# ---- cpu_run_ctrl ----
cpu_run_ctrl, clock wiring as the flow saved it:
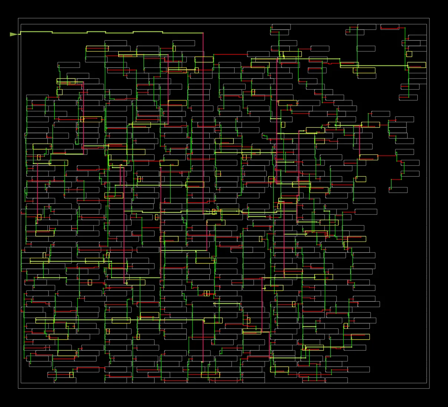
cpu_run_ctrl, clock network drawn from the DEF:
(2 px per um)
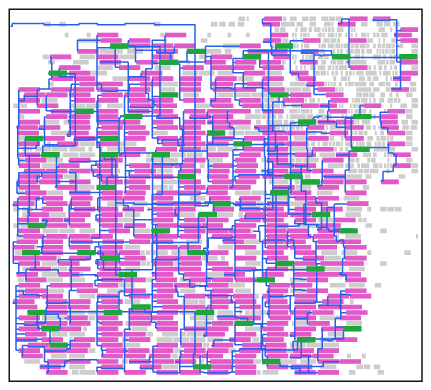
**src/rtl/cpu_run_ctrl.sv**
```systemverilog
// rtl/cpu_run_ctrl.sv - cycle-budgeted run control with instruction trace FIFO
// Optional BREAK halt is compiled in with HALT_ON_BREAK_EN.
module cpu_run_ctrl #(
    parameter int DATA_W      = 32,
    parameter int CNT_W       = 16,
    parameter int TRACE_DEPTH = 16
) (
    input  logic                             clk_i,
    input  logic                             reset_i,
    input  logic                             enable_i,
    input  logic                             start_i,
    input  logic [CNT_W-1:0]                 cycle_limit_i,
    input  logic [DATA_W-1:0]                instr_i,
    input  logic                             instr_valid_i,
    output logic                             cpu_enable_o,
    output logic                             running_o,
    output logic                             done_o,
    output logic                             halt_o,
    output logic [CNT_W-1:0]                 cycle_count_o,
    input  logic                             trace_rd_i,
    output logic [DATA_W-1:0]                trace_data_o,
    output logic                             trace_valid_o,
    output logic [$clog2(TRACE_DEPTH):0]     trace_count_o,
    output logic                             trace_overflow_o
);
    localparam int AW = $clog2(TRACE_DEPTH);

    typedef enum logic [1:0] {S_IDLE, S_RUN, S_DONE} state_t;
    state_t state, state_nx;

    logic [CNT_W-1:0]  limit_q, count_q, count_inc;
    logic [DATA_W-1:0] mem [TRACE_DEPTH];
    logic [AW-1:0]     wr_ptr, rd_ptr;
    logic [AW:0]       fill;
    logic              ovf_q;
    logic              start_ok, run_step, push, pop, full, do_push, brk;

    assign start_ok  = (state != S_RUN) && start_i && enable_i;
    assign run_step  = (state == S_RUN) && enable_i;
    assign push      = run_step && instr_valid_i;
    assign count_inc = count_q + CNT_W'(1);
    assign full      = (fill == (AW+1)'(TRACE_DEPTH));
    assign pop       = trace_rd_i && (fill != '0);
    // At full, a push only lands if the head leaves in the same cycle.
    assign do_push   = push && (!full || pop);

`ifdef HALT_ON_BREAK_EN
    logic halt_q;
    assign brk = push && (instr_i[31:26] == 6'h00) && (instr_i[5:0] == 6'h0D);

    always_ff @(posedge clk_i or posedge reset_i) begin
        if (reset_i)       halt_q <= 1'b0;
        else if (start_ok) halt_q <= 1'b0;
        else if (brk)      halt_q <= 1'b1;
    end
    assign halt_o = halt_q;
`else
    assign brk    = 1'b0;
    assign halt_o = 1'b0;
`endif

    always_ff @(posedge clk_i or posedge reset_i) begin
        if (reset_i) state <= S_IDLE;
        else         state <= state_nx;
    end

    always_comb begin
        state_nx = state;
        case (state)
            S_IDLE, S_DONE: begin
                if (start_ok)
                    state_nx = (cycle_limit_i == '0) ? S_DONE : S_RUN;
            end
            S_RUN: begin
                if (run_step && ((count_inc == limit_q) || brk))
                    state_nx = S_DONE;
            end
            default: state_nx = S_IDLE;
        endcase
    end

    always_comb begin
        running_o    = (state == S_RUN);
        done_o       = (state == S_DONE);
        cpu_enable_o = (state == S_RUN) && enable_i;
    end

    always_ff @(posedge clk_i or posedge reset_i) begin
        if (reset_i) begin
            limit_q <= '0;
            count_q <= '0;
        end else if (start_ok) begin
            limit_q <= cycle_limit_i;
            count_q <= '0;
        end else if (run_step) begin
            count_q <= count_inc;
        end
    end

    always_ff @(posedge clk_i) begin
        if (do_push) mem[wr_ptr] <= instr_i;
    end

    // Start flush wins over a same-cycle pop.
    always_ff @(posedge clk_i or posedge reset_i) begin
        if (reset_i) begin
            wr_ptr <= '0;
            rd_ptr <= '0;
            fill   <= '0;
            ovf_q  <= 1'b0;
        end else if (start_ok) begin
            wr_ptr <= '0;
            rd_ptr <= '0;
            fill   <= '0;
            ovf_q  <= 1'b0;
        end else begin
            if (do_push) wr_ptr <= wr_ptr + AW'(1);
            if (pop)     rd_ptr <= rd_ptr + AW'(1);
            case ({do_push, pop})
                2'b10:   fill <= fill + (AW+1)'(1);
                2'b01:   fill <= fill - (AW+1)'(1);
                default: fill <= fill;
            endcase
            if (push && full && !pop) ovf_q <= 1'b1;
        end
    end

    assign cycle_count_o    = count_q;
    assign trace_valid_o    = (fill != '0);
    assign trace_count_o    = fill;
    assign trace_data_o     = (fill != '0) ? mem[rd_ptr] : '0;
    assign trace_overflow_o = ovf_q;
endmodule

```
**config.mk**
```make
export PLATFORM = sky130hd
export DESIGN_NAME = cpu_run_ctrl
export DESIGN_NICKNAME = d
export VERILOG_FILES = /design/src/rtl/cpu_run_ctrl.sv
export SDC_FILE = /design/constraint.sdc
export NUM_CORES = 1
export LEC_CHECK = 0
export CAP_MARGIN = 20
export CORE_ASPECT_RATIO = 0.9
export CORE_UTILIZATION = 60
export DETAILED_ROUTE_END_ITERATION = 7
export HOLD_SLACK_MARGIN = 0.12
export PLACE_DENSITY = 0.83
export SYNTH_ARGS = -nofsm -noshare
export SYNTH_HDL_FRONTEND = slang
export SYNTH_SLANG_ARGS = --single-unit
```
**constraint.sdc**
```tcl
create_clock -name clk_i -period 6.75 [get_ports clk_i]
set_input_delay 1.35 -clock clk_i [delete_from_list [all_inputs] [get_ports clk_i]]
set_output_delay 1.35 -clock clk_i [all_outputs]
set_load 0.02 [all_outputs]
```
==> run_results.csv <==
group,metric,value,unit
run_status,outcome,"completed",
die,die_x,206,um
layout,fin_cells,1726,
worst_setup_path,arrival,3.87,ns
power,p_seq,4.34,mW
layout,num-nonclk-buffers,130,
final_timing,hold_viol_final,0,
grt,grt_max_degree,58,
worst_setup_path,endpoint,"trace_data_o[22]",
power,powerComb,3.24,mW
layout,lay_top_cells,"512 x edfxtp_1, 160 x mux4_2, 111 x clkdlybuf4s50_1",
power,p_seq_share,41.8,%
worst_setup_path,end_kind,"output pin",
die,tapCellCount,476,
place,dp_worst_setup_slack,1.85,ns
worst_setup_path,path_max_fanout,56,
drt,wl_met2,25800,um
layout,final_cell_area,0.0257,mm^2
drt,wl_met1,19800,um
min_path,hold_path_depth,2,
## Picture notes: 'clock wiring as the flow saved it' of cpu_run_ctrl
number of sequential cells: 560
Sink Count: 560
clock buffers: 67
Power Clock: 2.81 mW

## Picture notes: 'clock network drawn from the DEF' of cpu_run_ctrl
legend:
  flip-flops:
    color: magenta
    count: 560
  clock-net drivers:
    color: green
    count: 52
  clock wires:
    color: blue
    length: 6,020 um
routed clock nets: 53
Worst-Skew Late Latency: 0.59 ns
Clk network pwr share: 27.0%
Final Skew: 0.0205 ns


# ---- game_sequencer ----
--- src/rtl/game_pkg.sv ---
// game_pkg: shared state encoding, datapath widths and extra-life step for game_sequencer
package game_pkg;

    typedef enum logic [2:0] {
        IDLE       = 3'd0,
        PLAY       = 3'd1,
        HIT_FREEZE = 3'd2,
        GAME_OVER  = 3'd3,
        VICTORY    = 3'd4
    } game_state_t;

    localparam int SCORE_W         = 16;
    localparam int LIVES_W         = 4;
    localparam int ALIENS_W        = 8;
    localparam int EXTRA_LIFE_STEP = 500;

endpackage

--- src/rtl/game_sequencer_frame_countdown.sv ---
// frame_countdown: loadable counter decremented once per frame tick, done while it holds 1
module frame_countdown #(
    parameter int W = 16
) (
    input  logic         clk,
    input  logic         reset,
    input  logic         load,
    input  logic [W-1:0] load_val,
    input  logic         tick,
    output logic         done
);

    logic [W-1:0] count;

    // load wins over tick; the count parks at zero instead of wrapping
    always_ff @(posedge clk) begin
        if (reset)
            count <= '0;
        else if (load)
            count <= load_val;
        else if (tick && count != '0)
            count <= count - W'(1);
    end

    assign done = count == W'(1);

endmodule

--- src/rtl/game_sequencer.sv ---
// game_sequencer: game-flow FSM with per-frame collision commit, score, lives and wave tracking
// Optional feature: define GAME_SEQ_EXTRA_LIFE_EN to award a life each time score crosses a multiple of 500.
module game_sequencer
    import game_pkg::*;
#(
    parameter int NUM_ALIENS       = 24,
    parameter int START_LIVES      = 3,
    parameter int POINTS_PER_ALIEN = 10,
    parameter int FREEZE_FRAMES    = 60
) (
    input  logic                clk,
    input  logic                reset,
    input  logic                startOfFrame,
    input  logic                startKey,
    input  logic                alienHitPulse,
    input  logic                playerHitPulse,
    output logic [2:0]          gameState,
    output logic                objectsEnable,
    output logic                newWavePulse,
    output logic                rocketKillPulse,
    output logic [SCORE_W-1:0]  score,
    output logic [LIVES_W-1:0]  lives,
    output logic [ALIENS_W-1:0] aliensLeft
);

    game_state_t         state, state_n;
    logic [SCORE_W-1:0]  score_n, score_sat;
    logic [SCORE_W:0]    score_sum;
    logic [LIVES_W-1:0]  lives_n, lives_base;
    logic [ALIENS_W-1:0] aliens_n, aliens_dec;
    logic                alien_pend, player_pend, alien_pend_n, player_pend_n;
    logic                wave_n, kill_n, freeze_load, freeze_done, start_key_d;

    frame_countdown #(.W(16)) u_freeze (
        .clk      (clk),
        .reset    (reset),
        .load     (freeze_load),
        .load_val (16'(FREEZE_FRAMES)),
        .tick     (state == HIT_FREEZE && startOfFrame),
        .done     (freeze_done)
    );

    assign score_sum  = {1'b0, score} + (SCORE_W+1)'(POINTS_PER_ALIEN);
    assign score_sat  = score_sum[SCORE_W] ? '1 : score_sum[SCORE_W-1:0];
    assign aliens_dec = aliensLeft == '0 ? '0 : aliensLeft - ALIENS_W'(1);

`ifdef GAME_SEQ_EXTRA_LIFE_EN
    logic gained;
    assign gained     = alien_pend && (score_sat / SCORE_W'(EXTRA_LIFE_STEP)) != (score / SCORE_W'(EXTRA_LIFE_STEP));
    assign lives_base = (gained && lives != '1) ? lives + LIVES_W'(1) : lives;
`else
    assign lives_base = lives;
`endif

    // next-state and datapath: collisions latch per frame and are applied on the frame boundary
    always_comb begin
        state_n       = state;
        score_n       = score;
        lives_n       = lives;
        aliens_n      = aliensLeft;
        alien_pend_n  = 1'b0;
        player_pend_n = 1'b0;
        wave_n        = 1'b0;
        kill_n        = 1'b0;
        freeze_load   = 1'b0;
        case (state)
            IDLE: if (startKey) begin
                state_n  = PLAY;
                score_n  = '0;
                lives_n  = LIVES_W'(START_LIVES);
                aliens_n = ALIENS_W'(NUM_ALIENS);
                wave_n   = 1'b1;
            end
            PLAY: if (startOfFrame) begin
                alien_pend_n  = alienHitPulse;
                player_pend_n = playerHitPulse;
                score_n       = alien_pend ? score_sat : score;
                aliens_n      = alien_pend ? aliens_dec : aliensLeft;
                kill_n        = alien_pend;
                lives_n       = lives_base;
                if (alien_pend && aliens_dec == '0)
                    state_n = VICTORY;
                else if (player_pend) begin
                    lives_n     = lives_base - LIVES_W'(1);
                    state_n     = lives_n == '0 ? GAME_OVER : HIT_FREEZE;
                    freeze_load = lives_n != '0;
                end
            end else begin
                alien_pend_n  = alien_pend | alienHitPulse;
                player_pend_n = player_pend | playerHitPulse;
            end
            HIT_FREEZE: if (startOfFrame && freeze_done) begin
                state_n = PLAY;
                wave_n  = 1'b1;
            end
            GAME_OVER, VICTORY: state_n = (startKey && !start_key_d) ? IDLE : state;
            default: state_n = IDLE;
        endcase
    end

    // every output is a register so nothing passes combinationally from inputs
    always_ff @(posedge clk) begin
        if (reset) begin
            state           <= IDLE;
            score           <= '0;
            lives           <= LIVES_W'(START_LIVES);
            aliensLeft      <= ALIENS_W'(NUM_ALIENS);
            alien_pend      <= 1'b0;
            player_pend     <= 1'b0;
            newWavePulse    <= 1'b0;
            rocketKillPulse <= 1'b0;
            objectsEnable   <= 1'b0;
            start_key_d     <= 1'b0;
        end else begin
            state           <= state_n;
            score           <= score_n;
            lives           <= lives_n;
            aliensLeft      <= aliens_n;
            alien_pend      <= alien_pend_n;
            player_pend     <= player_pend_n;
            newWavePulse    <= wave_n;
            rocketKillPulse <= kill_n;
            objectsEnable   <= state_n == PLAY;
            start_key_d     <= startKey;
        end
    end

    assign gameState = state;

endmodule

--- config.mk ---
export PLATFORM = sky130hd
export DESIGN_NAME = game_sequencer
export DESIGN_NICKNAME = d
export VERILOG_FILES = /design/src/rtl/game_pkg.sv /design/src/rtl/game_sequencer_frame_countdown.sv /design/src/rtl/game_sequencer.sv
export SDC_FILE = /design/constraint.sdc
export NUM_CORES = 1
export LEC_CHECK = 0
export CAP_MARGIN = 5
export CORE_MARGIN = 4
export CORE_UTILIZATION = 25
export DETAILED_ROUTE_END_ITERATION = 10
export GPL_TIMING_DRIVEN = 0
export SYNTH_ARGS = -nofsm -noshare
export SYNTH_HDL_FRONTEND = slang
export SYNTH_HIERARCHICAL = 1
export SYNTH_SLANG_ARGS = --single-unit
--- constraint.sdc ---
create_clock -name clk -period 5.3 [get_ports clk]
set_clock_uncertainty 0.2 [all_clocks]
set_input_delay 1.06 -clock clk [delete_from_list [all_inputs] [get_ports clk]]
set_output_delay 1.06 -clock clk [all_outputs]
set_load 0.03 [all_outputs]
game_sequencer, clock wiring as the flow saved it:
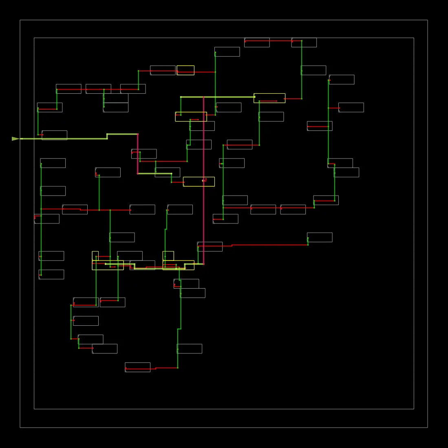
Worst-Skew Late Latency: 0.30 ns
number of sequential cells: 53

==> run_results.csv <==
group,metric,value,unit
die,die_x,119,um
worst_setup_path,path_max_fanout,10,
layout,bufAreaShareNonClock,12.3,%
power,powerComb,0.154,mW
layout,top_regs,"score x16, u_freeze/count x16, aliensLeft x8",
layout,largestClassByArea,"logic gates",
power,clkPwrFrac,37.2,%
layout,logic_gate_count,313,
yosys,netlist_area,0.00311,mm^2
power,p_seq,0.422,mW
worst_setup_path,arrival,3.62,ns
layout,clkbuf_count,6,
job,maxCapViolCount,0,
die,fp-utilization,25.7,%
yosys,ys_types,70,
final_timing,hold_viol_final,0,
layout,comb-cell-share,49.6,%
worst_setup_path,rr_worst_depth,12,
layout,clockNetworkAreaShare,3.92,%
layout,drive_gt1_share,6.19,%
final_timing,rsz0062_at_grt,"false",
final_timing,fmax,274,MHz
layout,diodes,0,
run_status,outcome,"completed",
power,cellLeakagePower,1.31,nW
game_sequencer, M3 wires:
(4 px per um)
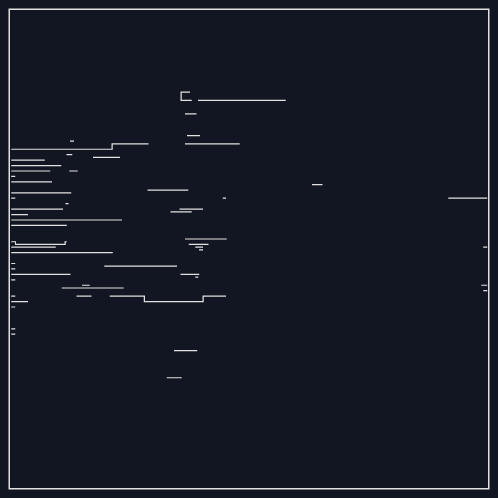
longest straight run: 27.4 um
main direction: horizontal
Vias: 3,113
Total Wirelength: 8820 um
GR Util met3: 3.28%


# ---- data_memory_seq ----
data_memory_seq, M3 wires:
(1 px per um)
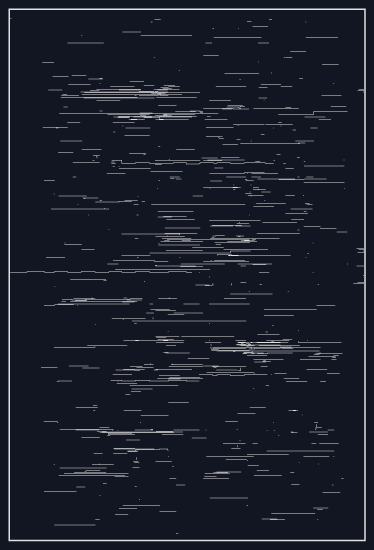
## config.mk

```make
export PLATFORM = sky130hd
export DESIGN_NAME = data_memory_seq
export DESIGN_NICKNAME = d
export VERILOG_FILES = /design/src/rtl/data_memory_seq.sv
export SDC_FILE = /design/constraint.sdc
export NUM_CORES = 2
export LEC_CHECK = 0
export CAP_MARGIN = 5
export CORE_ASPECT_RATIO = 1.5
export CORE_MARGIN = 1.5
export CORE_UTILIZATION = 45
export CTS_CLUSTER_DIAMETER = 100
export DETAILED_ROUTE_END_ITERATION = 8
export PLACE_DENSITY_LB_ADDON = 0.08
export SLEW_MARGIN = 20
export SYNTH_ARGS = -nofsm -noshare
export SYNTH_HDL_FRONTEND = slang
export SYNTH_SLANG_ARGS = --single-unit
```

## constraint.sdc

```tcl
create_clock -name clk -period 9.9 [get_ports clk]
set_input_delay 1.98 -clock clk [delete_from_list [all_inputs] [get_ports clk]]
set_output_delay 1.98 -clock clk [all_outputs]
set_load 0.1 [all_outputs]
```

## src/rtl/data_memory_seq.sv

```systemverilog
// Byte-addressable little-endian data memory with a valid/ready request/response handshake.
// A single-port byte array is walked one byte per cycle, so a word access takes BYTES cycles.
module data_memory_seq #(
    parameter int DATA_WIDTH  = 16,
    parameter int ADDR_WIDTH  = 16,
    parameter int DEPTH_BYTES = 256
) (
    input  logic                  clk,
    input  logic                  rst_n,
    input  logic                  req_valid,
    output logic                  req_ready,
    input  logic                  req_write,
    input  logic [1:0]            req_size,
    input  logic [ADDR_WIDTH-1:0] req_addr,
    input  logic [DATA_WIDTH-1:0] req_wdata,
    output logic                  resp_valid,
    output logic [DATA_WIDTH-1:0] resp_rdata,
    output logic                  resp_err
);
    localparam int BYTES = DATA_WIDTH / 8;
    localparam int CW    = (BYTES > 1) ? $clog2(BYTES) : 1;
    localparam int MAW   = (DEPTH_BYTES > 1) ? $clog2(DEPTH_BYTES) : 1;
    localparam logic [CW-1:0] LAST_WORD = CW'(BYTES - 1);

    typedef enum logic [1:0] {
        IDLE = 2'd0,
        BUSY = 2'd1,
        ERR  = 2'd2
    } state_t;

    state_t                state_reg, state_next;
    logic [CW-1:0]         cnt_reg;
    logic [CW-1:0]         last_reg;
    logic [MAW-1:0]        addr_reg;
    logic [DATA_WIDTH-1:0] wdata_reg;
    logic                  write_reg;
    logic [1:0]            size_reg;
    logic [DATA_WIDTH-1:0] asm_reg, asm_next;
    logic [DATA_WIDTH-1:0] load_result;

    logic [7:0]            mem [DEPTH_BYTES];
    logic [MAW-1:0]        byte_addr;
    logic [7:0]            rd_byte;
    logic [7:0]            wr_byte;
    logic                  accept;
    logic                  is_last;

    assign req_ready = (state_reg == IDLE);
    assign accept    = req_valid && req_ready;
    assign is_last   = (cnt_reg == last_reg);
    // Modulo DEPTH_BYTES falls out of the MAW-bit sum, so word accesses wrap to byte 0.
    assign byte_addr = addr_reg + MAW'(cnt_reg);
    assign rd_byte   = mem[byte_addr];
    assign wr_byte   = wdata_reg[{cnt_reg, 3'b000} +: 8];

    generate
        if (ADDR_WIDTH > MAW) begin : g_addr_unused
            logic unused_addr_hi;
            assign unused_addr_hi = ^req_addr[ADDR_WIDTH-1:MAW];
        end
    endgenerate

    always_comb begin
        state_next = state_reg;
        case (state_reg)
            IDLE: begin
                if (accept) begin
                    state_next = (req_size == 2'b11) ? ERR : BUSY;
                end
            end
            BUSY: begin
                if (is_last) begin
                    state_next = IDLE;
                end
            end
            ERR:     state_next = IDLE;
            default: state_next = IDLE;
        endcase
    end

    always_ff @(posedge clk or negedge rst_n) begin
        if (!rst_n) begin
            state_reg <= IDLE;
        end else begin
            state_reg <= state_next;
        end
    end

    // The byte being read this cycle is merged in before formatting, so the last byte
    // lands in resp_rdata on the same edge that ends BUSY.
    always_comb begin
        asm_next = asm_reg;
        asm_next[{cnt_reg, 3'b000} +: 8] = rd_byte;
    end

    genvar gi;
    generate
        for (gi = 0; gi < DATA_WIDTH; gi++) begin : g_fmt
            if (gi < 8) begin : g_low
                assign load_result[gi] = asm_next[gi];
            end else begin : g_high
                assign load_result[gi] = (size_reg == 2'b00) ? asm_next[gi]
                                       : (size_reg == 2'b10) ? asm_next[7]
                                       : 1'b0;
            end
        end
    endgenerate

    always_ff @(posedge clk or negedge rst_n) begin
        if (!rst_n) begin
            cnt_reg    <= '0;
            last_reg   <= '0;
            addr_reg   <= '0;
            wdata_reg  <= '0;
            write_reg  <= 1'b0;
            size_reg   <= 2'b00;
            asm_reg    <= '0;
            resp_valid <= 1'b0;
            resp_rdata <= '0;
            resp_err   <= 1'b0;
        end else begin
            resp_valid <= 1'b0;
            case (state_reg)
                IDLE: begin
                    if (accept) begin
                        cnt_reg   <= '0;
                        last_reg  <= (req_size == 2'b00) ? LAST_WORD : '0;
                        addr_reg  <= req_addr[MAW-1:0];
                        wdata_reg <= req_wdata;
                        write_reg <= req_write;
                        size_reg  <= req_size;
                    end
                end
                BUSY: begin
                    cnt_reg <= cnt_reg + 1'b1;
                    if (!write_reg) begin
                        asm_reg <= asm_next;
                    end
                    if (is_last) begin
                        resp_valid <= 1'b1;
                        resp_err   <= 1'b0;
                        if (!write_reg) begin
                            resp_rdata <= load_result;
                        end
                    end
                end
                ERR: begin
                    resp_valid <= 1'b1;
                    resp_err   <= 1'b1;
                    resp_rdata <= '0;
                end
                default: ;
            endcase
        end
    end

    // No reset on the array; an aborted store stops because reset drops the FSM out of BUSY.
    always_ff @(posedge clk) begin
        if (state_reg == BUSY && write_reg) begin
            mem[byte_addr] <= wr_byte;
        end
    end

endmodule
```

==> run_results.csv <==
group,metric,value,unit
worst_setup_path,cp_num_cells,11,
power,switching_share,35.3,%
layout,logic_gate_count,1666,
final_timing,tightest_slew,1.12,ns
clock_network,cts_resized,0,
worst_setup_path,rr_worst_depth,11,
yosys,top_cell,"edfxtp_1",
yosys,ys_warn_count,0,
final_timing,hold_ws,0.486,ns
clock_network,clock-root-buffer,"clkbuf_16",
grt,grt_use_met1,30.2,%
die,num_rows,193,
yosys,synthArstFlopShare,3.08,%
run_status,outcome,"completed",
drt,wl_met2,114000,um
## Picture notes: 'M3 wires' of data_memory_seq
share of all routed wire: 4.9%
longest straight run: 159 um
GR Util met3: 3.15%
Total Wirelength: 219,000 um


# ---- exec_ctrl ----
exec_ctrl, clock network drawn from the DEF:
(6 px per um)
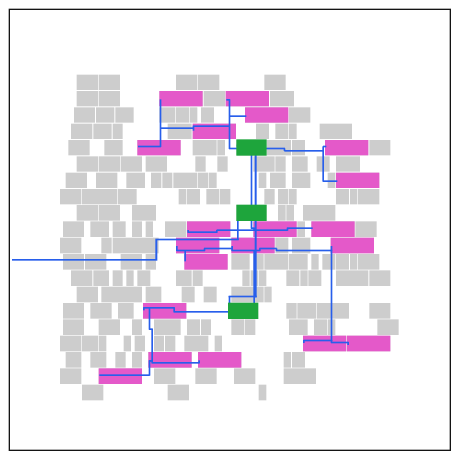
exec_ctrl, signal wires by layer:
(4 px per um)
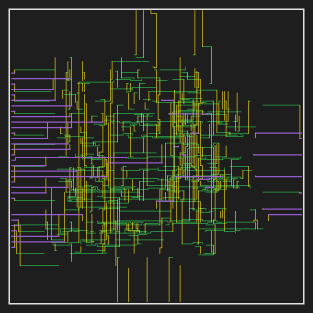
exec_ctrl, selected gate families:
(4 px per um)
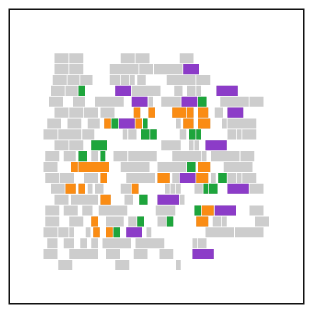
File: config.mk
export PLATFORM = sky130hd
export DESIGN_NAME = exec_ctrl
export DESIGN_NICKNAME = d
export VERILOG_FILES = /design/src/rtl/exec_ctrl_pkg.sv /design/src/rtl/exec_ctrl.sv
export SDC_FILE = /design/constraint.sdc
export NUM_CORES = 1
export LEC_CHECK = 0
export CAP_MARGIN = 20
export CORE_MARGIN = 8
export CORE_UTILIZATION = 39
export CTS_BUF_LIST = sky130_fd_sc_hd__clkbuf_8
export DETAILED_ROUTE_END_ITERATION = 10
export PLACE_DENSITY = 0.72
export SYNTH_ARGS = -nofsm -noshare
export SYNTH_HDL_FRONTEND = slang
export SYNTH_SLANG_ARGS = --single-unit
File: constraint.sdc
create_clock -name clk -period 4 [get_ports clk]
set_input_delay 0.8 -clock clk [delete_from_list [all_inputs] [get_ports clk]]
set_output_delay 0.8 -clock clk [all_outputs]
set_load 0.02 [all_outputs]
File: src/rtl/exec_ctrl_pkg.sv
// exec_ctrl_pkg: shared state encoding and default widths for the run/halt/step sequencer
package exec_ctrl_pkg;
  typedef enum logic [1:0] {HALT = 2'd0, RUN = 2'd1, STEP = 2'd2} state_t;
  localparam int DEF_AW = 8;
  localparam int DEF_CW = 16;
endpackage

File: src/rtl/exec_ctrl.sv
// exec_ctrl: gates decoder write enables by run/halt/step state with breakpoint and watchdog
module exec_ctrl
  import exec_ctrl_pkg::*;
#(
  parameter int AW = DEF_AW,
  parameter int CW = DEF_CW,
  parameter int LIMIT = 0
) (
  input  logic          clk,
  input  logic          rst,
  input  logic          run,
  input  logic          halt,
  input  logic          step,
  input  logic          bp_en,
  input  logic [AW-1:0] bp_addr,
  input  logic [AW-1:0] pa,
  input  logic          pwe_in,
  input  logic          rwe_in,
  input  logic          mwe_in,
  output logic          pwe,
  output logic          rwe,
  output logic          mwe,
  output logic          commit,
  output logic          running,
  output logic          bp_hit,
  output logic          wd_hit,
  output logic [CW-1:0] icount
);
  localparam int RW = LIMIT > 0 ? $clog2(LIMIT + 1) : 1;
  localparam logic [RW-1:0] LIM = RW'(LIMIT);
  state_t st;
  logic [RW-1:0] rl;
  logic skip_bp, bp_match, wd_exp;
  assign bp_match = bp_en && pa == bp_addr && !skip_bp;
  assign wd_exp = LIMIT != 0 && rl == LIM;
  assign commit = !rst && (st == STEP || (st == RUN && !halt && !bp_match && !wd_exp));
  assign pwe = pwe_in && commit;
  assign rwe = rwe_in && commit;
  assign mwe = mwe_in && commit;
  // skip_bp lets a resume execute the instruction it stopped on exactly once
  always_ff @(posedge clk) begin
    if (rst) begin
      st <= HALT;
      running <= 1'b0;
      bp_hit <= 1'b0;
      wd_hit <= 1'b0;
      icount <= '0;
      rl <= '0;
      skip_bp <= 1'b0;
    end else begin
      if (commit) begin
        icount <= icount + 1'b1;
        skip_bp <= 1'b0;
      end
      case (st)
        HALT: if (!halt && (step || run)) begin
          st <= step ? STEP : RUN;
          running <= !step;
          bp_hit <= 1'b0;
          wd_hit <= 1'b0;
          skip_bp <= 1'b1;
          rl <= '0;
        end
        RUN: if (halt || bp_match || wd_exp) begin
          st <= HALT;
          running <= 1'b0;
          bp_hit <= !halt && bp_match;
          wd_hit <= !halt && wd_exp;
        end else rl <= rl + RW'(LIMIT != 0 && rl != LIM);
        default: begin
          st <= HALT;
          running <= 1'b0;
        end
      endcase
    end
  end
endmodule

==> run_results.csv <==
group,metric,value,unit
drt,wl_met2,1510,um
power,powerComb,0.0713,mW
drt,drtPass1Iterations,4,
worst_setup_path,crit_type,"input pin to output pin",
place,hpwl,2580,um
drt,antenna_left,0,
place,dp.cells,228,
die,tapCellCount,44,
clock_network,holdBufCountCts,0,
layout,layout.area.comb,818,um^2
drt,vias,1195,
worst_setup_path,crit_slowest_cell,"clkdlybuf4s50_1",
worst_setup_path,r2r_setup_slack,1.97,ns
die,core,0.00308,mm^2
layout,utilization,58.2,%
worst_setup_path,cpLargestDelayFamily,"buffers and inverters",
run_status,outcome,"completed",
grt,grt_use_met1,12.6,%
layout,bufAreaShareNonClock,26.1,%
place,placed_cell_area,0.00175,mm^2
## Picture notes: 'clock network drawn from the DEF' of exec_ctrl
legend:
  clock-net drivers:
    color: green
    count: 3
  clock wires:
    color: blue
    length: 288 um
  flip-flops:
    color: magenta
    count: 20
routed clock nets: 4
Clk network pwr share: 32.6%
Power Clock: 0.133 mW
Worst-Skew Late Latency: 0.26 ns

## Picture notes: 'signal wires by layer' of exec_ctrl
legend:
  M3:
    color: purple
    wire_length: 404 um
  M4:
    color: cyan
    wire_length: 25.2 um
  M2:
    color: yellow
    wire_length: 1,510 um
  M1:
    color: green
    wire_length: 1,350 um
Total Wirelength: 3290 um
GRT Resource Usage Total: 12.1%
mean routed wirelength per cell: 14.3 um

## Picture notes: 'selected gate families' of exec_ctrl
legend:
  mux cells:
    color: purple
    cells: 14
  nand cells:
    color: green
    cells: 20
    where: center
  aoi and oai cells:
    color: orange
    cells: 24
Final Non-Filler Cells: 231
Commonest Layout Cell: clkdlybuf4s50_1
Comb/total area: 45.7%



==> gallery <==
Signal wires by layer.
image #1
(2 px per um)
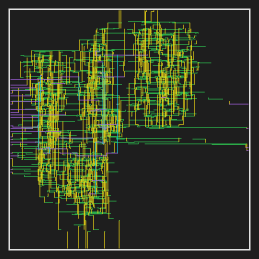
image #2
(1 px per um)
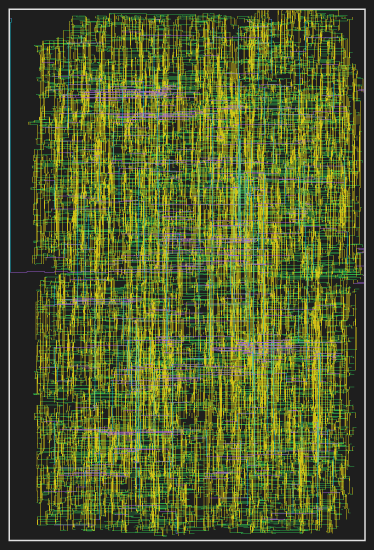
image #3
(1.5 px per um)
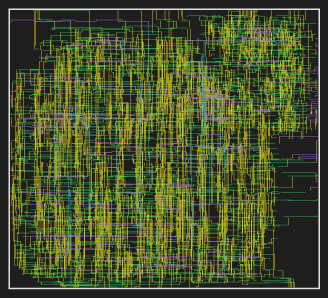
- image #1 = game_sequencer
- image #3 = cpu_run_ctrl
- image #2 = data_memory_seq

Power figures rest on the tool's default switching activity, not on a simulated workload.
